######## block 1 ########
===== config.mk =====
export PLATFORM = sky130hd
export DESIGN_NAME = sobel_wr_arbiter_flat
export DESIGN_NICKNAME = d
export VERILOG_FILES = /design/src/rtl/sobel_wr_if.sv /design/src/rtl/sobel_wr_arbiter.sv /design/src/flat_wrapper.sv
export SDC_FILE = /design/constraint.sdc
export NUM_CORES = 1
export LEC_CHECK = 0
export ABC_AREA = 1
export CAP_MARGIN = 20
export CORE_MARGIN = 2
export CORE_UTILIZATION = 63
export CTS_CLUSTER_DIAMETER = 100
export CTS_CLUSTER_SIZE = 30
export DETAILED_ROUTE_END_ITERATION = 10
export GPL_TIMING_DRIVEN = 0
export PLACE_DENSITY = 0.85
export REMOVE_ABC_BUFFERS = 1
export SLEW_MARGIN = 20
export SYNTH_ARGS = -nofsm -noshare
export SYNTH_HDL_FRONTEND = slang
export SYNTH_SLANG_ARGS = --single-unit

===== constraint.sdc =====
create_clock -name clk -period 19.8 [get_ports clk]
set_input_delay 5.94 -clock clk [delete_from_list [all_inputs] [get_ports clk]]
set_output_delay 5.94 -clock clk [all_outputs]
set_load 0.1 [all_outputs]

===== src/rtl/sobel_wr_if.sv =====
// Bundles the two sobel write streams and the shared frame-memory write port.
// master drives the requests and mem_ready; slave is the arbiter side.
interface sobel_wr_if #(
  parameter int DATA_W = 64,
  parameter int ADDR_W = 20
);
  logic              req0_we;
  logic [ADDR_W-1:0] req0_addr;
  logic [DATA_W-1:0] req0_data;
  logic              req1_we;
  logic [ADDR_W-1:0] req1_addr;
  logic [DATA_W-1:0] req1_data;
  logic              mem_ready;
  logic              mem_we;
  logic [ADDR_W-1:0] mem_addr;
  logic [DATA_W-1:0] mem_data;
  logic              frame_done;
  logic              ovf0;
  logic              ovf1;
  logic              busy;

  modport master (
    output req0_we, req0_addr, req0_data, req1_we, req1_addr, req1_data, mem_ready,
    input  mem_we, mem_addr, mem_data, frame_done, ovf0, ovf1, busy
  );

  modport slave (
    input  req0_we, req0_addr, req0_data, req1_we, req1_addr, req1_data, mem_ready,
    output mem_we, mem_addr, mem_data, frame_done, ovf0, ovf1, busy
  );
endinterface


===== src/rtl/sobel_wr_arbiter.sv =====
// Two-requester write arbiter: per-stream FIFOs drained round-robin into one
// registered memory write port, with per-frame word counting.
module sobel_wr_arbiter #(
  parameter int DATA_W          = 64,
  parameter int ADDR_W          = 20,
  parameter int FIFO_DEPTH      = 4,
  parameter int WORDS_PER_FRAME = 65536
) (
  input logic      clk,
  input logic      reset,
  sobel_wr_if.slave bus
);
  localparam int WORD_W = ADDR_W + DATA_W;
  localparam int PTR_W  = $clog2(FIFO_DEPTH);
  localparam int CNT_W  = $clog2(FIFO_DEPTH) + 1;
  localparam int FRM_W  = (WORDS_PER_FRAME > 1) ? $clog2(WORDS_PER_FRAME) : 1;

  logic [WORD_W-1:0] fifo_mem [2][FIFO_DEPTH];
  logic [PTR_W-1:0]  wr_ptr [2];
  logic [PTR_W-1:0]  rd_ptr [2];
  logic [CNT_W-1:0]  count [2];
  logic [WORD_W-1:0] push_word [2];
  logic [1:0]        push;
  logic [1:0]        pop;
  logic [1:0]        accept;
  logic [1:0]        non_empty;
  logic [1:0]        ovf;
  logic              grant_valid;
  logic              grant_sel;
  logic              last_grant;
  logic              mem_we_q;
  logic [ADDR_W-1:0] mem_addr_q;
  logic [DATA_W-1:0] mem_data_q;
  logic              frame_done_q;
  logic [FRM_W-1:0]  word_cnt;

  // A full FIFO still accepts a push when its head leaves in the same cycle.
  always_comb begin
    push         = {bus.req1_we, bus.req0_we};
    push_word[0] = {bus.req0_addr, bus.req0_data};
    push_word[1] = {bus.req1_addr, bus.req1_data};
    for (int i = 0; i < 2; i++) begin
      non_empty[i] = (count[i] != '0);
    end
    grant_valid = bus.mem_ready && (non_empty != 2'b00);
    grant_sel   = (non_empty == 2'b11) ? ~last_grant : non_empty[1];
    pop         = 2'b00;
    if (grant_valid) begin
      pop[grant_sel] = 1'b1;
    end
    for (int i = 0; i < 2; i++) begin
      accept[i] = push[i] && ((count[i] != CNT_W'(FIFO_DEPTH)) || pop[i]);
    end
  end

  always_ff @(posedge clk) begin
    for (int i = 0; i < 2; i++) begin
      if (!reset && accept[i]) begin
        fifo_mem[i][wr_ptr[i]] <= push_word[i];
      end
    end
  end

  always_ff @(posedge clk) begin
    if (reset) begin
      for (int i = 0; i < 2; i++) begin
        wr_ptr[i] <= '0;
        rd_ptr[i] <= '0;
        count[i]  <= '0;
        ovf[i]    <= 1'b0;
      end
    end else begin
      for (int i = 0; i < 2; i++) begin
        if (accept[i]) begin
          wr_ptr[i] <= wr_ptr[i] + PTR_W'(1);
        end
        if (pop[i]) begin
          rd_ptr[i] <= rd_ptr[i] + PTR_W'(1);
        end
        if (accept[i] && !pop[i]) begin
          count[i] <= count[i] + CNT_W'(1);
        end else if (!accept[i] && pop[i]) begin
          count[i] <= count[i] - CNT_W'(1);
        end
        if (push[i] && !accept[i]) begin
          ovf[i] <= 1'b1;
        end
      end
    end
  end

  // Address/data hold their last issued value while no word is granted.
  always_ff @(posedge clk) begin
    if (reset) begin
      mem_we_q     <= 1'b0;
      mem_addr_q   <= '0;
      mem_data_q   <= '0;
      frame_done_q <= 1'b0;
      word_cnt     <= '0;
      last_grant   <= 1'b1;
    end else begin
      mem_we_q     <= grant_valid;
      frame_done_q <= 1'b0;
      if (grant_valid) begin
        {mem_addr_q, mem_data_q} <= fifo_mem[grant_sel][rd_ptr[grant_sel]];
        last_grant               <= grant_sel;
        if (word_cnt == FRM_W'(WORDS_PER_FRAME - 1)) begin
          word_cnt     <= '0;
          frame_done_q <= 1'b1;
        end else begin
          word_cnt <= word_cnt + FRM_W'(1);
        end
      end
    end
  end

  assign bus.mem_we     = mem_we_q;
  assign bus.mem_addr   = mem_addr_q;
  assign bus.mem_data   = mem_data_q;
  assign bus.frame_done = frame_done_q;
  assign bus.ovf0       = ovf[0];
  assign bus.ovf1       = ovf[1];
  assign bus.busy       = non_empty[0] | non_empty[1] | mem_we_q;
endmodule


===== src/flat_wrapper.sv =====
// flat-port wrapper written by rule: the top's interface ports become plain ports
module sobel_wr_arbiter_flat 
#(
  parameter int DATA_W          = 64,
  parameter int ADDR_W          = 20,
  parameter int FIFO_DEPTH      = 4,
  parameter int WORDS_PER_FRAME = 65536
)
  (clk, reset, bus_req0_we, bus_req0_addr, bus_req0_data, bus_req1_we, bus_req1_addr, bus_req1_data, bus_mem_ready, bus_mem_we, bus_mem_addr, bus_mem_data, bus_frame_done, bus_ovf0, bus_ovf1, bus_busy);
  sobel_wr_if #(.DATA_W(DATA_W), .ADDR_W(ADDR_W)) bus_i ();
  input logic clk;
  input logic reset;
  input wire logic [$bits(bus_i.req0_we)-1:0] bus_req0_we;
  input wire logic [$bits(bus_i.req0_addr)-1:0] bus_req0_addr;
  input wire logic [$bits(bus_i.req0_data)-1:0] bus_req0_data;
  input wire logic [$bits(bus_i.req1_we)-1:0] bus_req1_we;
  input wire logic [$bits(bus_i.req1_addr)-1:0] bus_req1_addr;
  input wire logic [$bits(bus_i.req1_data)-1:0] bus_req1_data;
  input wire logic [$bits(bus_i.mem_ready)-1:0] bus_mem_ready;
  output wire logic [$bits(bus_i.mem_we)-1:0] bus_mem_we;
  output wire logic [$bits(bus_i.mem_addr)-1:0] bus_mem_addr;
  output wire logic [$bits(bus_i.mem_data)-1:0] bus_mem_data;
  output wire logic [$bits(bus_i.frame_done)-1:0] bus_frame_done;
  output wire logic [$bits(bus_i.ovf0)-1:0] bus_ovf0;
  output wire logic [$bits(bus_i.ovf1)-1:0] bus_ovf1;
  output wire logic [$bits(bus_i.busy)-1:0] bus_busy;
  assign bus_i.req0_we = bus_req0_we;
  assign bus_i.req0_addr = bus_req0_addr;
  assign bus_i.req0_data = bus_req0_data;
  assign bus_i.req1_we = bus_req1_we;
  assign bus_i.req1_addr = bus_req1_addr;
  assign bus_i.req1_data = bus_req1_data;
  assign bus_i.mem_ready = bus_mem_ready;
  assign bus_mem_we = bus_i.mem_we;
  assign bus_mem_addr = bus_i.mem_addr;
  assign bus_mem_data = bus_i.mem_data;
  assign bus_frame_done = bus_i.frame_done;
  assign bus_ovf0 = bus_i.ovf0;
  assign bus_ovf1 = bus_i.ovf1;
  assign bus_busy = bus_i.busy;
  sobel_wr_arbiter #(.DATA_W(DATA_W), .ADDR_W(ADDR_W), .FIFO_DEPTH(FIFO_DEPTH), .WORDS_PER_FRAME(WORDS_PER_FRAME)) u_core (.clk(clk), .reset(reset), .bus(bus_i));
endmodule

######## block 2 ########
--- config.mk ---
export PLATFORM = sky130hd
export DESIGN_NAME = dmem_arbiter
export DESIGN_NICKNAME = d
export VERILOG_FILES = /design/src/rtl/dmem_arb_pkg.sv /design/src/rtl/rd_tag_pipe.sv /design/src/rtl/dmem_arbiter.sv
export SDC_FILE = /design/constraint.sdc
export NUM_CORES = 1
export LEC_CHECK = 0
export CORE_AREA = 8 8 99 101
export CTS_CLUSTER_DIAMETER = 100
export DETAILED_ROUTE_END_ITERATION = 10
export DIE_AREA = 0 0 107 109
export MAX_ROUTING_LAYER = met4
export PLACE_DENSITY = 0.75
export SLEW_MARGIN = 20
export SYNTH_ARGS = -nofsm -noshare
export SYNTH_HDL_FRONTEND = slang
export SYNTH_SLANG_ARGS = --single-unit
--- constraint.sdc ---
create_clock -name clk_i -period 2.2 [get_ports clk_i]
set_input_delay 0.33 -clock clk_i [delete_from_list [all_inputs] [get_ports clk_i]]
set_output_delay 0.33 -clock clk_i [all_outputs]
set_load 0.01 [all_outputs]
--- src/rtl/dmem_arb_pkg.sv ---
// Shared types and constants for the OCM dcache data-port arbiter.
package dmem_arb_pkg;

  typedef enum logic {
    IDLE,
    LOCKED
  } arb_state_e;

  typedef struct packed {
    logic valid;
    logic owner;
  } rd_tag_t;

  localparam logic REQ_CORE = 1'b0;
  localparam logic REQ_AUX  = 1'b1;

  // One-hot encode a requester index, or all-zero when not valid.
  function automatic logic [1:0] onehot2(input logic valid, input logic idx);
    if (!valid) begin
      return 2'b00;
    end
    return (idx == REQ_AUX) ? 2'b10 : 2'b01;
  endfunction

endpackage

--- src/rtl/rd_tag_pipe.sv ---
// Fixed-depth shift register of read tags with synchronous clear; the tag
// leaving the last stage lines up with the returning read data.
module rd_tag_pipe
  import dmem_arb_pkg::*;
#(
  parameter int unsigned DEPTH = 1
) (
  input  logic    clk,
  input  logic    clear,
  input  rd_tag_t push_tag,
  output rd_tag_t pop_tag
);

  rd_tag_t stage [DEPTH];

  // Shift tags one stage per cycle; clear drops every in-flight tag.
  always_ff @(posedge clk) begin
    if (clear) begin
      for (int unsigned i = 0; i < DEPTH; i++) begin
        stage[i] <= '0;
      end
    end else begin
      stage[0] <= push_tag;
      for (int unsigned i = 1; i < DEPTH; i++) begin
        stage[i] <= stage[i-1];
      end
    end
  end

  assign pop_tag = stage[DEPTH-1];

endmodule

--- src/rtl/dmem_arbiter.sv ---
// Two-requester arbiter for the OCM dcache data port. Requester 0 is the core
// data path, requester 1 an auxiliary loader. Grant is combinational in the
// request cycle; read data is routed back to its issuer after RD_LAT cycles.
module dmem_arbiter
  import dmem_arb_pkg::*;
#(
  parameter int unsigned XLEN     = 32,
  parameter int unsigned RD_LAT   = 1,
  parameter int unsigned MAX_HOLD = 16
) (
  input  logic              clk_i,
  input  logic              resetn_i,
  input  logic [1:0]        req_i,
  input  logic [1:0]        we_i,
  input  logic [1:0]        lock_i,
  input  logic [2*XLEN-1:0] addr_i,
  input  logic [2*XLEN-1:0] wdata_i,
  output logic [1:0]        gnt_o,
  output logic [1:0]        rvalid_o,
  output logic [XLEN-1:0]   rdata_o,
  output logic [XLEN-1:0]   dcache_addr_o,
  output logic              dcache_read_en_o,
  output logic              dcache_write_en_o,
  output logic [XLEN-1:0]   dcache_write_data_o,
  input  logic [XLEN-1:0]   dcache_read_data_i
);

  localparam int unsigned HOLD_W = (MAX_HOLD > 2) ? $clog2(MAX_HOLD) : 1;
  localparam logic [HOLD_W-1:0] HOLD_SAT   = HOLD_W'(MAX_HOLD - 1);
  localparam logic [HOLD_W-1:0] HOLD_YIELD = HOLD_W'(MAX_HOLD - 2);

  arb_state_e        state;
  logic              owner;
  logic              last_winner;
  logic [HOLD_W-1:0] hold_cnt;

  logic              win_valid;
  logic              win_idx;
  logic              sel_we;
  logic [XLEN-1:0]   sel_addr;
  logic [XLEN-1:0]   sel_wdata;
  rd_tag_t           push_tag;
  rd_tag_t           pop_tag;

  // Pick this cycle's winner: a locked owner first, then round-robin on a
  // tie, else the lone requester. Nothing is granted while in reset.
  always_comb begin
    win_valid = 1'b0;
    win_idx   = REQ_CORE;
    if (resetn_i) begin
      if (state == LOCKED && req_i[owner]) begin
        win_valid = 1'b1;
        win_idx   = owner;
      end else if (req_i[REQ_CORE] && req_i[REQ_AUX]) begin
        win_valid = 1'b1;
        win_idx   = ~last_winner;
      end else if (req_i[REQ_CORE]) begin
        win_valid = 1'b1;
        win_idx   = REQ_CORE;
      end else if (req_i[REQ_AUX]) begin
        win_valid = 1'b1;
        win_idx   = REQ_AUX;
      end
    end
  end

  // Route the winner's access fields to the dcache port.
  always_comb begin
    if (win_idx == REQ_AUX) begin
      sel_we    = we_i[REQ_AUX];
      sel_addr  = addr_i[2*XLEN-1:XLEN];
      sel_wdata = wdata_i[2*XLEN-1:XLEN];
    end else begin
      sel_we    = we_i[REQ_CORE];
      sel_addr  = addr_i[XLEN-1:0];
      sel_wdata = wdata_i[XLEN-1:0];
    end
  end

  assign gnt_o               = onehot2(win_valid, win_idx);
  assign dcache_read_en_o    = win_valid & ~sel_we;
  assign dcache_write_en_o   = win_valid & sel_we;
  assign dcache_addr_o       = win_valid ? sel_addr  : '0;
  assign dcache_write_data_o = win_valid ? sel_wdata : '0;

  // Arbitration state: lock ownership, hold counter and round-robin pointer.
  // The yield test uses MAX_HOLD-2 because the grant that enters LOCKED is
  // itself the first of the burst, so the yielding grant is the MAX_HOLD-th.
  always_ff @(posedge clk_i) begin
    if (!resetn_i) begin
      state       <= IDLE;
      owner       <= REQ_CORE;
      hold_cnt    <= '0;
      last_winner <= REQ_AUX;
    end else if (win_valid) begin
      last_winner <= win_idx;
      case (state)
        IDLE: begin
          if (lock_i[win_idx]) begin
            state    <= LOCKED;
            owner    <= win_idx;
            hold_cnt <= '0;
          end
        end
        LOCKED: begin
          if (win_idx != owner || !lock_i[owner] ||
              (req_i[~owner] && hold_cnt >= HOLD_YIELD)) begin
            state    <= IDLE;
            hold_cnt <= '0;
          end else if (hold_cnt != HOLD_SAT) begin
            hold_cnt <= hold_cnt + 1'b1;
          end
        end
        default: begin
          state    <= IDLE;
          hold_cnt <= '0;
        end
      endcase
    end
  end

  assign push_tag.valid = win_valid & ~sel_we;
  assign push_tag.owner = win_idx;

  rd_tag_pipe #(
    .DEPTH(RD_LAT)
  ) u_rd_tag_pipe (
    .clk     (clk_i),
    .clear   (~resetn_i),
    .push_tag(push_tag),
    .pop_tag (pop_tag)
  );

  assign rvalid_o = onehot2(pop_tag.valid & resetn_i, pop_tag.owner);
  assign rdata_o  = (|rvalid_o) ? dcache_read_data_i : '0;

endmodule

######## block 3 ########
==> config.mk <==
export PLATFORM = sky130hd
export DESIGN_NAME = fifo_drain_stage
export DESIGN_NICKNAME = d
export VERILOG_FILES = /design/src/rtl/fifo_drain_stage.sv
export SDC_FILE = /design/constraint.sdc
export NUM_CORES = 1
export LEC_CHECK = 0
export CAP_MARGIN = 20
export CORE_UTILIZATION = 40
export DETAILED_ROUTE_END_ITERATION = 6
export PLACE_DENSITY = 0.7
export SLEW_MARGIN = 20
export SYNTH_ARGS = -nofsm -noshare
export SYNTH_HDL_FRONTEND = slang
export SYNTH_SLANG_ARGS = --single-unit
export TNS_END_PERCENT = 5
==> constraint.sdc <==
create_clock -name clk -period 1.23 [get_ports clk]
set_input_delay 0.246 -clock clk [delete_from_list [all_inputs] [get_ports clk]]
set_output_delay 0.246 -clock clk [all_outputs]
set_load 0.01 [all_outputs]
==> src/rtl/fifo_drain_stage.sv <==
// fifo_drain_stage: drains a show-ahead FIFO into a two-entry skid buffer and
// presents the buffered words on a ready/valid stream. The pop strobe depends
// only on registered occupancy and the FIFO empty flag, never on out_ready.
//
// Optional feature macro: DRAIN_COUNT_EN (adds the xfer_count port/counter).
//
// Ports:
//   clk        - sole clock, rising edge
//   rst        - synchronous active-low reset
//   fifo_empty - FIFO empty flag
//   fifo_data  - FIFO show-ahead data_out
//   fifo_pop   - pop strobe to the FIFO
//   out_valid  - output word available
//   out_ready  - consumer accepts this cycle
//   out_data   - output word (head of the skid buffer)
//   occupancy  - buffered word count, 0..2
//   xfer_count - completed output transfers (DRAIN_COUNT_EN only)
module fifo_drain_stage #(
  parameter int unsigned WIDTH     = 8,
  parameter int unsigned CNT_WIDTH = 16
) (
  input  logic                 clk,
  input  logic                 rst,
  input  logic                 fifo_empty,
  input  logic [WIDTH-1:0]     fifo_data,
  output logic                 fifo_pop,
  output logic                 out_valid,
  input  logic                 out_ready,
  output logic [WIDTH-1:0]     out_data,
  output logic [1:0]           occupancy
`ifdef DRAIN_COUNT_EN
  ,
  output logic [CNT_WIDTH-1:0] xfer_count
`endif
);

  typedef enum logic [1:0] {
    S_EMPTY = 2'd0,
    S_ONE   = 2'd1,
    S_TWO   = 2'd2
  } state_t;

  state_t           r_occ;
  state_t           w_occ_nxt;
  logic [WIDTH-1:0] r_head;
  logic [WIDTH-1:0] w_head_nxt;
  logic [WIDTH-1:0] r_skid;
  logic [WIDTH-1:0] w_skid_nxt;
  logic             w_enq;
  logic             w_deq;
  logic             w_has_room;

  // Room exists only in the legal non-full states; the illegal encoding never pops.
  assign w_has_room = (r_occ == S_EMPTY) || (r_occ == S_ONE);

  assign fifo_pop  = rst & ~fifo_empty & w_has_room;
  assign out_valid = rst & (r_occ != S_EMPTY);
  assign out_data  = rst ? r_head : '0;
  assign occupancy = r_occ;

  assign w_enq = fifo_pop;
  assign w_deq = out_valid & out_ready;

  // Next-state and buffer data steering.
  always_comb begin
    w_occ_nxt  = r_occ;
    w_head_nxt = r_head;
    w_skid_nxt = r_skid;
    case (r_occ)
      S_EMPTY: begin
        if (w_enq) begin
          w_head_nxt = fifo_data;
          w_occ_nxt  = S_ONE;
        end
      end
      S_ONE: begin
        if (w_enq && w_deq) begin
          w_head_nxt = fifo_data;
        end else if (w_enq) begin
          w_skid_nxt = fifo_data;
          w_occ_nxt  = S_TWO;
        end else if (w_deq) begin
          w_occ_nxt  = S_EMPTY;
        end
      end
      S_TWO: begin
        if (w_deq) begin
          w_head_nxt = r_skid;
          w_occ_nxt  = S_ONE;
        end
      end
      default: begin
        w_occ_nxt = S_EMPTY;
      end
    endcase
  end

  // State and storage registers.
  always_ff @(posedge clk) begin
    if (!rst) begin
      r_occ  <= S_EMPTY;
      r_head <= '0;
      r_skid <= '0;
    end else begin
      r_occ  <= w_occ_nxt;
      r_head <= w_head_nxt;
      r_skid <= w_skid_nxt;
    end
  end

`ifdef DRAIN_COUNT_EN
  logic [CNT_WIDTH-1:0] r_xfer_count;

  // Transfer counter, wraps naturally at 2^CNT_WIDTH.
  always_ff @(posedge clk) begin
    if (!rst) begin
      r_xfer_count <= '0;
    end else if (w_deq) begin
      r_xfer_count <= r_xfer_count + CNT_WIDTH'(1);
    end
  end

  assign xfer_count = r_xfer_count;
`else
  // Counter width is meaningless without the counter.
  logic w_unused_cnt_width;
  assign w_unused_cnt_width = ^CNT_WIDTH;
`endif

endmodule
######## block 4 ########
==> config.mk <==
export PLATFORM = sky130hd
export DESIGN_NAME = segment_transition
export DESIGN_NICKNAME = d
export VERILOG_FILES = /design/src/rtl/segment_transition_pkg.sv /design/src/rtl/segment_transition_cond.sv /design/src/rtl/segment_transition.sv
export SDC_FILE = /design/constraint.sdc
export NUM_CORES = 1
export LEC_CHECK = 0
export CAP_MARGIN = 0
export CORE_MARGIN = 2
export CORE_UTILIZATION = 40
export CTS_CLUSTER_SIZE = 12
export DETAILED_ROUTE_END_ITERATION = 16
export PLACE_DENSITY = 0.67
export SLEW_MARGIN = 20
export SYNTH_ARGS = -nofsm -noshare
export SYNTH_HDL_FRONTEND = slang
export SYNTH_SLANG_ARGS = --single-unit
==> constraint.sdc <==
create_clock -name i_clk -period 4 [get_ports i_clk]
set_clock_uncertainty 0.05 [all_clocks]
set_input_delay 0.8 -clock i_clk [delete_from_list [all_inputs] [get_ports i_clk]]
set_output_delay 0.8 -clock i_clk [all_outputs]
set_load 0.02 [all_outputs]
==> src/rtl/segment_transition_pkg.sv <==
// Shared types for the segment transition controller: transition modes,
// FSM states and the repeat-forever marker.
package segment_transition_pkg;

  typedef enum logic [7:0] {
    TRANSITION_MODE_SYNC_IDX = 8'h00,
    TRANSITION_MODE_SYS_TIME = 8'h01,
    TRANSITION_MODE_GPIO     = 8'h02,
    TRANSITION_MODE_EXT      = 8'hF0
  } transition_mode_t;

  typedef enum logic {
    PLAY      = 1'b0,
    WAIT_COND = 1'b1
  } segment_transition_state_t;

  localparam logic [15:0] RepInfinite = 16'hFFFF;

  function automatic logic mode_is_valid(input logic [7:0] mode);
    case (mode)
      TRANSITION_MODE_SYNC_IDX,
      TRANSITION_MODE_SYS_TIME,
      TRANSITION_MODE_GPIO,
      TRANSITION_MODE_EXT:      mode_is_valid = 1'b1;
      default:                  mode_is_valid = 1'b0;
    endcase
  endfunction

endpackage

==> src/rtl/segment_transition_cond.sv <==
// Transition condition evaluator: combinational hit for the latched mode,
// plus the previous-GPIO register used for rising-edge detection.
module transition_cond
  import segment_transition_pkg::*;
(
  input  logic        i_clk,
  input  logic        i_rst_n,
  input  logic [7:0]  i_mode,
  input  logic [55:0] i_value,
  input  logic        i_wrap,
  input  logic        i_stop,
  input  logic [55:0] i_sys_time,
  input  logic [3:0]  i_gpio_in,
  output logic        o_hit
);

  logic [3:0] r_gpio_prev;
  logic [3:0] w_gpio_rise;

  always_ff @(posedge i_clk or negedge i_rst_n) begin
    if (!i_rst_n) begin
      r_gpio_prev <= 4'd0;
    end else begin
      r_gpio_prev <= i_gpio_in;
    end
  end

  assign w_gpio_rise = i_gpio_in & ~r_gpio_prev;

  // While stopped no wraps arrive, so index-synchronous modes fire at once.
  always_comb begin
    o_hit = 1'b0;
    case (i_mode)
      TRANSITION_MODE_SYNC_IDX: o_hit = i_wrap | i_stop;
      TRANSITION_MODE_EXT:      o_hit = i_wrap | i_stop;
      TRANSITION_MODE_SYS_TIME: o_hit = (i_sys_time >= i_value);
      TRANSITION_MODE_GPIO:     o_hit = w_gpio_rise[i_value[1:0]];
      default:                  o_hit = 1'b0;
    endcase
  end

endmodule

==> src/rtl/segment_transition.sv <==
// Segment swap controller: holds a pending segment request, swaps when its
// condition fires, counts loops of the active segment and stops or alternates.
module segment_transition
  import segment_transition_pkg::*;
(
  input  logic        i_clk,
  input  logic        i_rst_n,
  input  logic        i_req_valid,
  input  logic        i_req_segment,
  input  logic [7:0]  i_req_mode,
  input  logic [63:0] i_req_value,
  input  logic [15:0] i_rep0,
  input  logic [15:0] i_rep1,
  input  logic        i_wrap,
  input  logic [55:0] i_sys_time,
  input  logic [3:0]  i_gpio_in,
  output logic        o_segment,
  output logic        o_swap,
  output logic        o_stop,
  output logic        o_busy
);

  segment_transition_state_t r_state, w_state_next;
  logic        r_segment, w_segment_next;
  logic        r_swap, w_swap_next;
  logic        r_stop, w_stop_next;
  logic        r_busy, w_busy_next;
  logic [15:0] r_loop_cnt, w_loop_cnt_next;
  logic        r_ext_active, w_ext_active_next;
  logic        r_pend_seg, w_pend_seg_next;
  logic [7:0]  r_pend_mode, w_pend_mode_next;
  logic [55:0] r_pend_value, w_pend_value_next;

  logic        w_hit;
  logic        w_do_swap;
  logic        w_swap_seg;
  logic [15:0] w_rep;
  logic        w_unused_value_hi;

  assign w_unused_value_hi = ^i_req_value[63:56];
  assign w_rep = r_segment ? i_rep1 : i_rep0;

  transition_cond u_cond (
    .i_clk      (i_clk),
    .i_rst_n    (i_rst_n),
    .i_mode     (r_pend_mode),
    .i_value    (r_pend_value),
    .i_wrap     (i_wrap),
    .i_stop     (r_stop),
    .i_sys_time (i_sys_time),
    .i_gpio_in  (i_gpio_in),
    .o_hit      (w_hit)
  );

  always_ff @(posedge i_clk or negedge i_rst_n) begin
    if (!i_rst_n) begin
      r_state      <= PLAY;
      r_segment    <= 1'b0;
      r_swap       <= 1'b0;
      r_stop       <= 1'b0;
      r_busy       <= 1'b0;
      r_loop_cnt   <= 16'd0;
      r_ext_active <= 1'b0;
      r_pend_seg   <= 1'b0;
      r_pend_mode  <= 8'd0;
      r_pend_value <= 56'd0;
    end else begin
      r_state      <= w_state_next;
      r_segment    <= w_segment_next;
      r_swap       <= w_swap_next;
      r_stop       <= w_stop_next;
      r_busy       <= w_busy_next;
      r_loop_cnt   <= w_loop_cnt_next;
      r_ext_active <= w_ext_active_next;
      r_pend_seg   <= w_pend_seg_next;
      r_pend_mode  <= w_pend_mode_next;
      r_pend_value <= w_pend_value_next;
    end
  end

  // Priority: a fresh request beats a condition hit, which beats loop counting.
  always_comb begin
    w_state_next      = r_state;
    w_segment_next    = r_segment;
    w_swap_next       = 1'b0;
    w_stop_next       = r_stop;
    w_busy_next       = r_busy;
    w_loop_cnt_next   = r_loop_cnt;
    w_ext_active_next = r_ext_active;
    w_pend_seg_next   = r_pend_seg;
    w_pend_mode_next  = r_pend_mode;
    w_pend_value_next = r_pend_value;
    w_do_swap         = 1'b0;
    w_swap_seg        = r_pend_seg;

    if (i_req_valid) begin
      if (mode_is_valid(i_req_mode)) begin
        w_pend_seg_next   = i_req_segment;
        w_pend_mode_next  = i_req_mode;
        w_pend_value_next = i_req_value[55:0];
        w_ext_active_next = 1'b0;
        w_state_next      = WAIT_COND;
        w_busy_next       = 1'b1;
      end
    end else if (r_state == WAIT_COND && w_hit) begin
      w_do_swap         = 1'b1;
      w_swap_seg        = r_pend_seg;
      w_ext_active_next = (r_pend_mode == TRANSITION_MODE_EXT);
    end else if (r_state == PLAY && i_wrap && w_rep != RepInfinite) begin
      // >= so that lowering REP below the current count still ends the segment.
      if (r_loop_cnt >= w_rep) begin
        if (r_ext_active) begin
          w_do_swap  = 1'b1;
          w_swap_seg = ~r_segment;
        end else begin
          w_stop_next = 1'b1;
        end
      end else begin
        w_loop_cnt_next = r_loop_cnt + 16'd1;
      end
    end

    if (w_do_swap) begin
      w_segment_next  = w_swap_seg;
      w_swap_next     = 1'b1;
      w_loop_cnt_next = 16'd0;
      w_stop_next     = 1'b0;
      w_busy_next     = 1'b0;
      w_state_next    = PLAY;
    end
  end

  assign o_segment = r_segment;
  assign o_swap    = r_swap;
  assign o_stop    = r_stop;
  assign o_busy    = r_busy;

endmodule

**Block 4: logic cells by family**

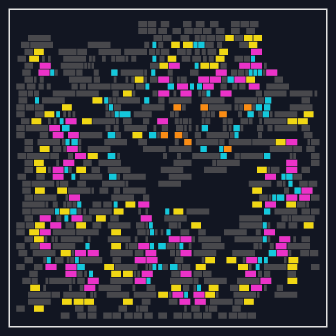
colour	family	cells	most used
cyan	aoi and oai cells	83	a21oi_1
magenta	fa/ha/maj cells	73	ha_1
yellow	mux cells	74	mux2_2
orange	xor and xnor cells	8	xnor2_1
commonest non-fill, non-tap cell in the layout: clkdlybuf4s50_1
fraction of area in multi-input gates: 39.7%
non-filler cells, final: 920

**Block 4: cell classes on the final placement**

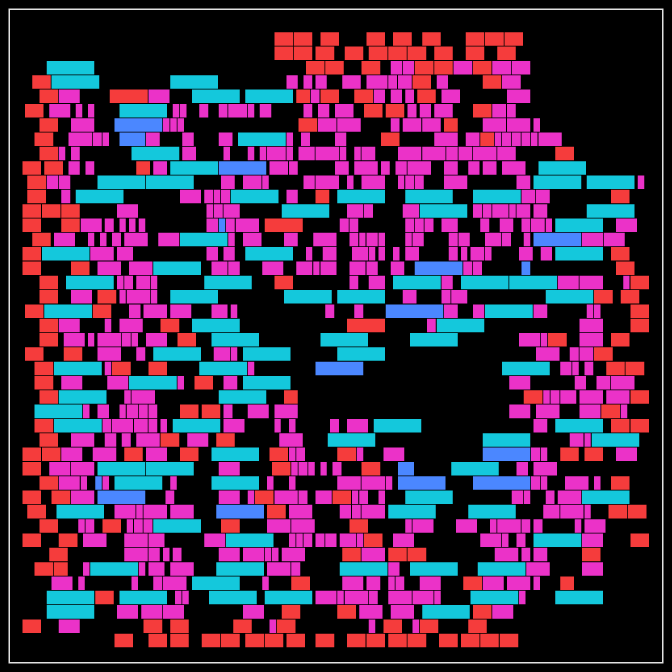
colour	class	cells	share of their area
magenta	remaining logic cells	460	44%
blue	clock drivers and dummy loads	16	4.1%
red	remaining buffers and delay cells	174	23%
cyan	sequential cells	90	29%
Placeable Area: 13900 µm²
sequential cell area share: 28.3%
Finished Core Util: 57.1%
fin area: 7960 µm²
Placement Rows: 43

==> changes_impl.md, block 4 <==
## Flow update

- R2R Setup Slk: 0.45 ns
- WP data arrival: around 3.8 ns
- Met2 GRT Util: 33.6%
- Non-clock buffer share: 22.0%
- GR Util All Layers: a little under a fifth
- Cell mode on critical path: a211oi_1
- Ys flop type: dfrtp_1
- Top cells by count: dfrtp_1 (90), ha_1 (73), inv_1 (67), mux2_2 (60), a21oi_1 (29)
- Final WL: 14100 µm
- Vias in the first global route: 4916
- Largest cell class by area: logic gates
- Outcome: finished clean
- Number of flip-flops in the largest register: 56
- Worst Reg2Reg Path Length in Cells: 11
- Resized Gates After CTS: 0
- Routability Congestion: 0.825
- 1st-pass router iterations: 4
- Max Cap Violations: 0
- # fillers: 1192
- CP cell instances: clkdlybuf4s50_1 > mux2_2 > ha_1 > nand2b_1 > a211oi_1 > or4_1 > a211oi_1 > buf_4 > or2_1 > or4_1 > a211oi_1
- CP endpoint: r_loop_cnt[9]
- Inserted Clock Buffers: 9
- Maximum root-to-sink buffer count: 2
- Detail Route met3 WL: 982 µm
- Slowest CP cell: or4_1
- Worst Path Buf+Inv: 2
- Leakage: 3.55 nW
- YS warnings: 0
- Post-Synth XOR/XNOR Area: under 10%
## block 4: layout by cell type, fill, tap and decap left out, types with 3 or more instances in the layout
master / instances
nor2_1: 25
a21oi_1: 29
buf_4: 8
or4_1: 7
ha_1: 73
buf_12: 3
mux2i_1: 14
a211oi_1: 12
inv_1: 67
clkdlybuf4s50_1: 163
xnor2_1: 8
nand2_1: 26
a21o_1: 6
o31ai_1: 4
and3_1: 3
nand4_1: 18
dfrtp_1: 90
nor3_1: 21
clkbuf_16: 9
o21ai_0: 22
nand3_1: 14
nor2b_1: 5
mux2_2: 60
nor4_1: 6
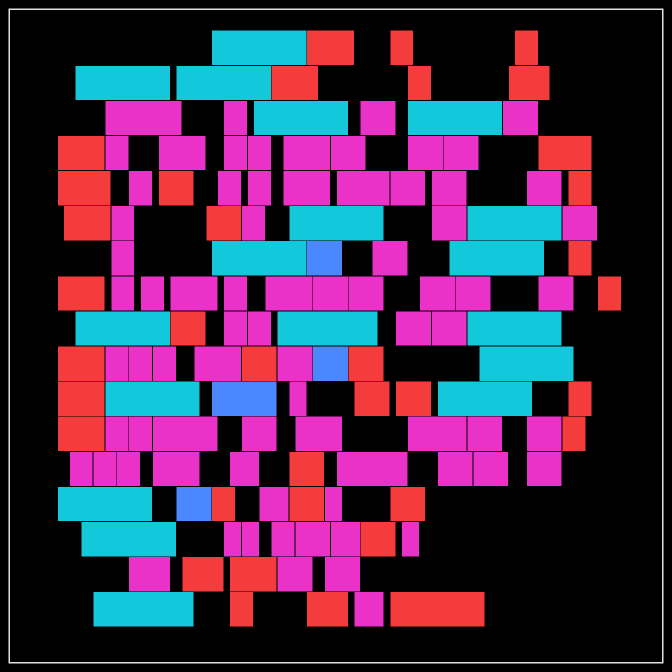
**Above:** block 3 (cell classes on the final placement).
colour	class	cells	share of their area
magenta	remaining logic cells	75	44%
cyan	sequential cells	18	30%
blue	clock drivers and dummy loads	4	3.0%
red	remaining buffers and delay cells	36	24%
sequential cell area share: 28.9%
Placeable Area: 2210 µm²
fin area: 1260 µm²
Finished Core Util: 56.8%

==> changes_impl.md, block 3 <==
## Flow update

- Failing checks: negative setup slack
- Clock Skew: around 0.0014 ns
- Setup-failing EPs final: 18
- Placement Rows: 17
- Final setup margin: -0.206 ns
- Vias in the first global route: 781
- Post CTS Setup Buffer Count: 0
- Tot Pwr: 1.27 mW
- WL met1: between 900 and 1000 µm
- DRC: 0
- Inst Count DP: 157
- Hold WS: 0.483 ns
- Initial antenna violation count: 0
- Routability Congestion: 0.780
- Outcome: finished, violations left
- Met2 GRT Util: between 20% and 30%
- Reg2reg end: r_head[0]
[block 3: logic make-up after synthesis]
family | count (synthesis) | synth area share [%]
compound gates | 37 | 25.8
simple gates | 28 | 18.3
flops | 18 | 38.2
mux | 8 | 8.50
buf+inv | 10 | 9.16
[block 3: layout make-up]
type	count	area share (%)
flip-flops and latches	18	28.9
well taps	28	2.79
clock buffers	4	2.89
repair buffers	36	23.2
inverters	2	1.59
multi-input cells	73	40.7
[block 3: state kept, by name, indices dropped and copies added, names as in the netlist]
name / count
r_skid: 8
r_head: 8
occupancy: 2
**Block 2: where the registers sit**

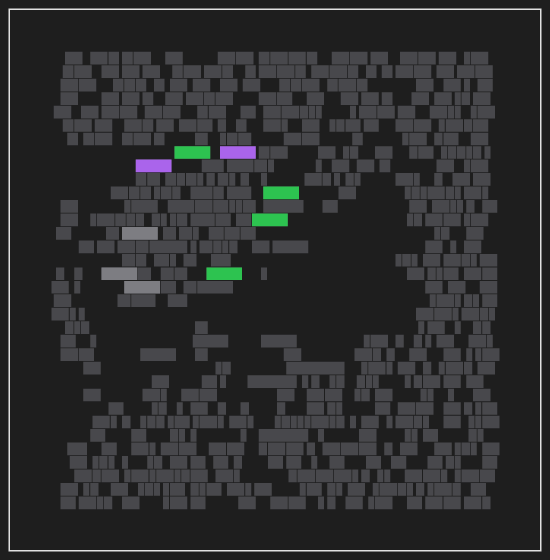
colour	signal	placed flops
green	`hold_cnt`	4
purple	`u_rd_tag_pipe.stage`	2
not coloured	3

==> changes_impl.md, block 2 <==
## Flow update

- Hold-critical path depth: 1
- Resized Gates After CTS: between 70 and 80
- WL met1: 4760 µm
- Place WS: -0.461 ns
- Max Cap Violations: 0
- Routed vias/inst: about 4.6
- Min cycle time layout: 2.16 ns
- Placeable Area: approximately 8400 µm²
- Reg2reg end: hold_cnt[2]
- Tot Pwr: 1.23 mW
- Avg Synthesized Cell Area: roughly 5.4 µm²
- Comb gate area: 1440 µm²
- Final sequential cell count: 9
- FP Util: ~21%
- Worst r2r src: hold_cnt[0]
- Port bufs: 269
- Ys flop type: dfxtp_1
- CP cell instances: or2_4 > a31oi_4 > buf_12 > mux2i_4 > and2_1 > dlygate4sd2_1
- Setup-failing EPs final: 0
- Met3 usage: 4.79%
- Outcome: finished clean
- Die ar.: 11700 µm²
- Pint: 0.807 mW
- CP delay by family, top: buffers and inverters
- Final WL: about 12000 µm
- Placement Rows: 34
- Hold WS: 0.465 ns
- GRT met1 Usage: 20.7%
- Flop area: 180 µm²
- GR Util All Layers: 19.3%
## block 2: worst reg2reg max path, stage by stage, from the launching register on
cell	delay [ns]
dfxtp_1	0.38
inv_1	0.10
ha_1	0.20
o211a_1	0.21
a221oi_2	0.37
o221ai_2	0.16
a221oi_1	0.32
## block 2: cells by family after synthesis
| logic type | synth area share (%) |
|---|---|
| mux | 1.44 |
| buf+inv | 8.00 |
| flops | 10.4 |
| fa+ha+maj | 1.44 |
| simple gates | 46.9 |
| compound gates | 31.9 |
**Block 1: clock nets**

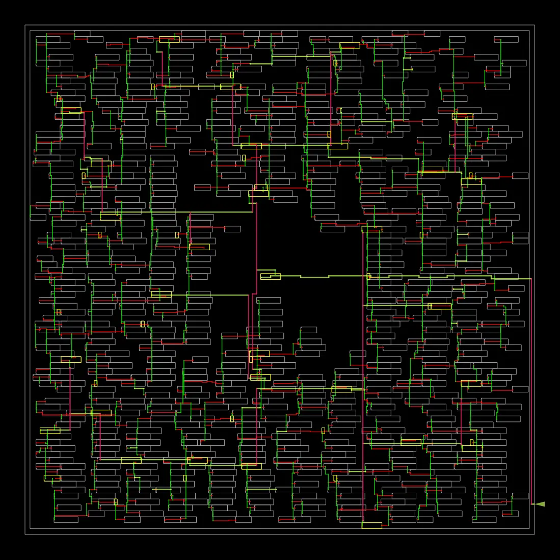
Latency at later pin: 0.63 ns
Clk power: 0.766 mW
# clk buffers: 53

==> changes_impl.md, block 1 <==
## Flow update

- GRT met1 Usage: 38.3%
- CTS tree: built
- Hold WS: 0.480 ns
- Comb group: between 1.5 and 2 mW
- Avg Synthesized Cell Area: roughly 10 µm²
- WL met1: around 31000 µm
- Ys flop type: edfxtp_1
- Final net count: between 3k and 4k
- Number of flip-flops in the largest register: 672
- Routed WL per cell: 19.2 µm
- Register share after synthesis: about two thirds
- Worst-margin pin slew: 1.14 ns
- Post CTS Setup Buffer Count: 0
- Outcome: finished clean
- Fraction of area in multi-input gates: around 24%
- Max H-tree Level: 1
- Data required, critical path: 13.86 ns
- CP endpoint kind: primary output
- Adder-cell share of the synthesized area: 0.512%
- Antenna diodes: 7
- AO/OA Area Share: less than 1%
- Final setup TNS: 0 ns
[block 1: final timing paths]
kind	from	end	slack, ns
setup / recovery	u_core.count[1][0]	bus_busy	10.45
hold / removal	u_core.ovf[1]	u_core.ovf[1]	0.48
setup reg to reg	u_core.count[1][0]	u_core.fifo_mem[0][66]	14.98
hold reg to reg	u_core.ovf[1]	u_core.ovf[1]	0.48

## Gallery

Routed clock nets over the placement.
Plate I
Scale bar: 20 µm.
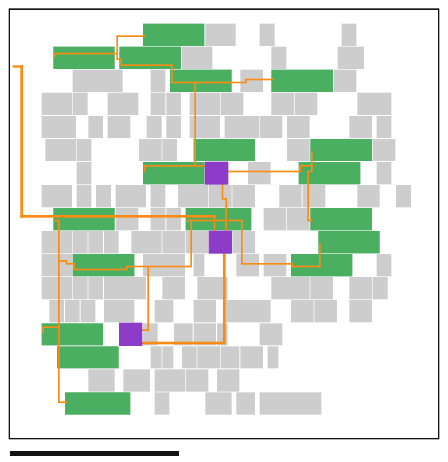
Plate II
Scale bar: 20 µm.
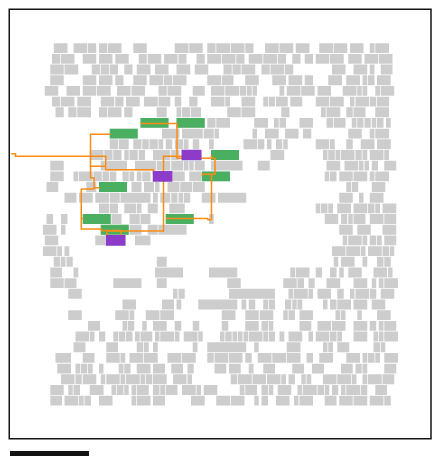
Plate III
Scale bar: 20 µm.
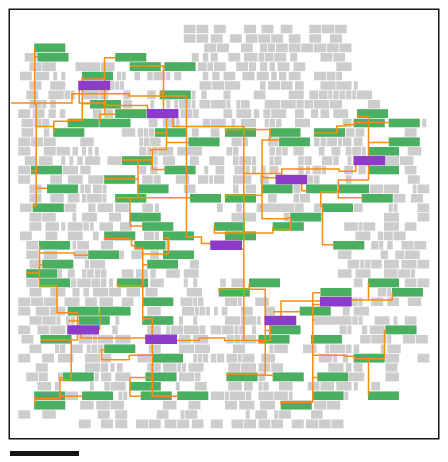
Plate IV
Scale bar: 50 µm.
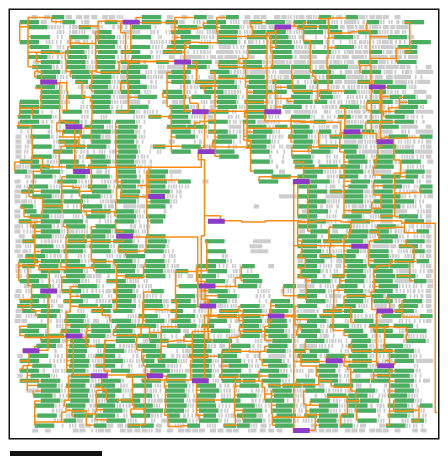
Plate II comes from block 2.
Plate I comes from block 3.
Plate III comes from block 4.
Plate IV comes from block 1.


######## block 5 ########
**Block 5: where the registers sit**

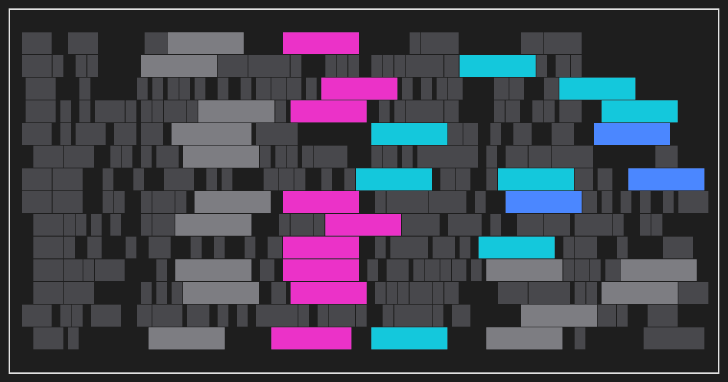
**Block 5: clock nets**

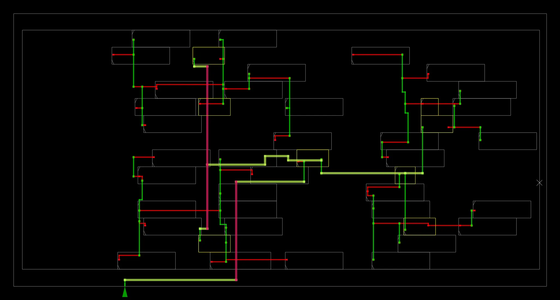
## src/rtl/pwm_pkg.sv

```systemverilog
// Shared fixed-point helpers for the PWM output stages.
package pwm_pkg;

  // Fixed-point 1.0 for a given number of fractional bits.
  function automatic logic signed [31:0] fixed_one(input int frac_w);
    return 32'sd1 <<< frac_w;
  endfunction

  // Duty word width: one bit wider than the counter so 100 % is representable.
  function automatic int duty_w(input int cnt_w);
    return cnt_w + 1;
  endfunction

  // Symmetric clamp to [-lim, +lim]; operands are wide enough that nothing wraps.
  function automatic logic signed [31:0] clamp_s(input logic signed [31:0] x,
                                                 input logic signed [31:0] lim);
    if (x > lim) return lim;
    if (x < -lim) return -lim;
    return x;
  endfunction

endpackage

```

## src/rtl/deadtime_gen.sv

```systemverilog
// Complementary gate-drive generator with dead-time insertion.
module deadtime_gen #(
  parameter int DEADTIME = 4
) (
  input  logic clk,
  input  logic rst_n,
  input  logic en,
  input  logic raw,
  output logic pwm_hi,
  output logic pwm_lo
);

  localparam int RW = (DEADTIME > 0) ? $clog2(DEADTIME + 1) : 1;
  localparam logic [RW-1:0] DT = RW'(DEADTIME);

  logic          raw_q;
  logic [RW-1:0] run_q;
  logic [RW-1:0] run_c;
  logic          settled;

  // run restarts at 0 in the very cycle raw takes a new value.
  always_comb begin
    run_c   = (raw != raw_q) ? '0 : run_q;
    settled = (run_c >= DT);
  end

  // Age counter (saturating) and registered gate outputs; en low rearms dead-time.
  always_ff @(posedge clk or negedge rst_n) begin
    if (!rst_n) begin
      raw_q  <= 1'b0;
      run_q  <= '0;
      pwm_hi <= 1'b0;
      pwm_lo <= 1'b0;
    end else begin
      raw_q  <= raw;
      if (!en)             run_q <= '0;
      else if (run_c < DT) run_q <= run_c + 1'b1;
      else                 run_q <= run_c;
      pwm_hi <= raw && settled;
      pwm_lo <= !raw && settled && en;
    end
  end

endmodule

```

## src/rtl/pwm_modulator.sv

```systemverilog
// s(24,22) control value -> saturated duty -> dead-time protected PWM pair.
module pwm_modulator
  import pwm_pkg::*;
#(
  parameter int DATA_WIDTH = 24,
  parameter int FRAC_WIDTH = 22,
  parameter int CNT_WIDTH  = 8,
  parameter int DEADTIME   = 4
) (
  input  logic                         clk,
  input  logic                         rst_n,
  input  logic                         en,
  input  logic                         ce_in,
  input  logic signed [DATA_WIDTH-1:0] sig_in,
  output logic                         ce_out,
  output logic                         pwm_hi,
  output logic                         pwm_lo,
  output logic                         sat
);

  localparam int                  DW       = duty_w(CNT_WIDTH);
  localparam int                  SHIFT    = FRAC_WIDTH + 1 - CNT_WIDTH;
  localparam logic signed [31:0]  ONE      = fixed_one(FRAC_WIDTH);
  localparam logic [CNT_WIDTH-1:0] CNT_MAX = '1;
  localparam logic [DW-1:0]       DUTY_MID = {2'b01, {(CNT_WIDTH-1){1'b0}}};

  logic signed [31:0]   sx, xc, offs;
  logic [DW-1:0]        duty_nx;
  logic [DW-1:0]        shadow, duty_act;
  logic [CNT_WIDTH-1:0] cnt;
  logic                 wrap;
  logic                 raw;

  // Clamp to +-1.0, then offset to 0..2.0 and scale down to 0..2^CNT_WIDTH.
  always_comb begin
    sx      = {{(32-DATA_WIDTH){sig_in[DATA_WIDTH-1]}}, sig_in};
    xc      = clamp_s(sx, ONE);
    offs    = xc + ONE;
    duty_nx = DW'(offs >>> SHIFT);
    wrap    = (cnt == CNT_MAX);
  end

  // Sample capture; the last ce_in before the wrap cycle wins.
  always_ff @(posedge clk or negedge rst_n) begin
    if (!rst_n) begin
      shadow <= DUTY_MID;
      sat    <= 1'b0;
    end else if (ce_in) begin
      shadow <= duty_nx;
      sat    <= (xc != sx);
    end
  end

  // Period counter, boundary-only duty update, raw compare and frame strobe.
  always_ff @(posedge clk or negedge rst_n) begin
    if (!rst_n) begin
      cnt      <= '0;
      duty_act <= DUTY_MID;
      raw      <= 1'b0;
      ce_out   <= 1'b0;
    end else begin
      cnt    <= en ? cnt + 1'b1 : '0;
      if (wrap) duty_act <= shadow;
      raw    <= en && ({1'b0, cnt} < duty_act);
      ce_out <= en && wrap;
    end
  end

  deadtime_gen #(.DEADTIME(DEADTIME)) u_dt (
    .clk    (clk),
    .rst_n  (rst_n),
    .en     (en),
    .raw    (raw),
    .pwm_hi (pwm_hi),
    .pwm_lo (pwm_lo)
  );

endmodule

```

## config.mk

```make
export PLATFORM = sky130hd
export DESIGN_NAME = pwm_modulator
export DESIGN_NICKNAME = d
export VERILOG_FILES = /design/src/rtl/pwm_pkg.sv /design/src/rtl/deadtime_gen.sv /design/src/rtl/pwm_modulator.sv
export SDC_FILE = /design/constraint.sdc
export NUM_CORES = 1
export LEC_CHECK = 0
export ABC_AREA = 1
export CORE_ASPECT_RATIO = 0.5
export CORE_MARGIN = 1
export CORE_UTILIZATION = 52
export DETAILED_ROUTE_END_ITERATION = 8
export MAX_ROUTING_LAYER = met4
export PLACE_DENSITY = 0.8
export SYNTH_ARGS = -nofsm -noshare
export SYNTH_HDL_FRONTEND = slang
export SYNTH_HIERARCHICAL = 1
export SYNTH_SLANG_ARGS = --single-unit
```

## constraint.sdc

```tcl
create_clock -name clk -period 1.59 [get_ports clk]
set_input_delay 0.318 -clock clk [delete_from_list [all_inputs] [get_ports clk]]
set_output_delay 0.318 -clock clk [all_outputs]
set_load 0.01 [all_outputs]
```

==> changes_impl.md <==
## Flow update

- GR Util All Layers: 23.2%
- Gate power share: 13.6%
- Sequential share of power: between 50 and 60%
- First-pass GRT wire length: 6220 µm
- Max FO, Critical Path: 2
- Failing checks: design-rule violations
- Num ports: 32
- Clock Skew: 0.00831 ns
- Routability Congestion: between 0.8 and 0.9
- Outcome: finished, violations left
- Routed vias/inst: 5.10
- # fillers: approximately 260
- DRC: 1
- Placeable Area: 3140 µm²
- CTS tree: built
- Final sequential cell count: 35
- CP endpoint: sat
- Final WL: 3500 µm
- Hold Crit Class: input pin to asynchronous set/reset pin
- Tap cells: 40
- EDFF count, synth: 0
- Adder-cell share of the synthesized area: 6.31%
- Max Freq: ~0.67 GHz
## Picture notes: 'where the registers sit' of block 5
colour	signal	placed flops
cyan	`cnt`	8
magenta	`duty_act`	9
blue	`u_dt/run_q`	3
Seq power: 0.965 mW
sequential cell area share: 38.4%
Flop area: 878 µm²
Finished Core Util: 73.0%

## Picture notes: 'clock nets' of block 5
Inserted Clock Buffers: 5
# clk buffers: 6

[per-stage QoR]
step | worst slack (ns) | cell area (µm²) | cells | TNS, ns | power (mW)
detailed placement | -0.0799 | 2180 | 290 | -0.309 | 1.24
CTS | 0.0728 | 2280 | 298 | 0 | 1.91
finish | 0.0976 | 2290 | 299 | 0 | 1.90
global route | 0.0278 | 2290 | 299 | 0 | 1.99
global placement | -0.0612 | 2180 | 290 | -0.0620 | 1.23
floorplan | 0.174 | 1780 | 216 | 0 | 1.10


==> layout pictures side by side <==
Clock nets.
shot_01.png
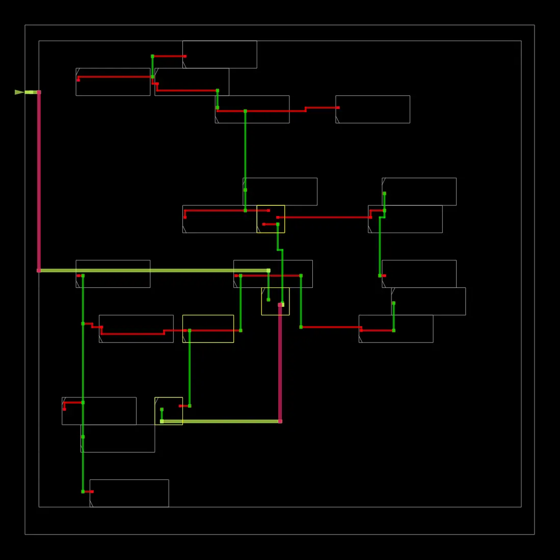
shot_02.png
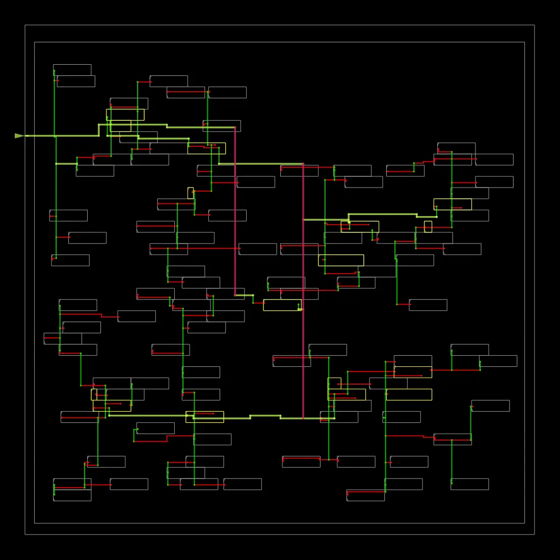
shot_03.png
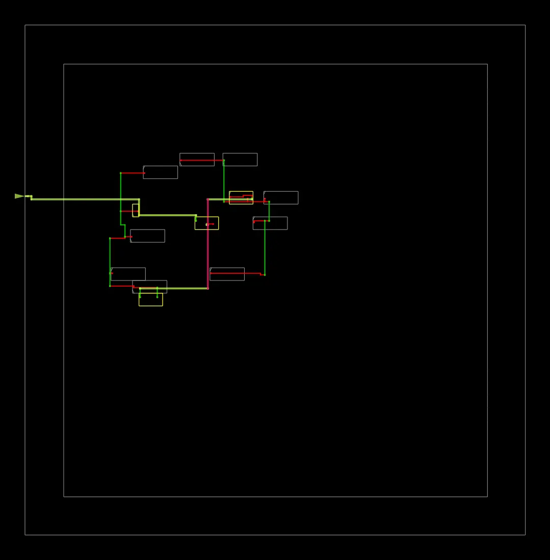
- shot_01.png = block 3
- shot_03.png = block 2
- shot_02.png = block 4

No activity file was given, so power comes from the tool's default toggle rates.
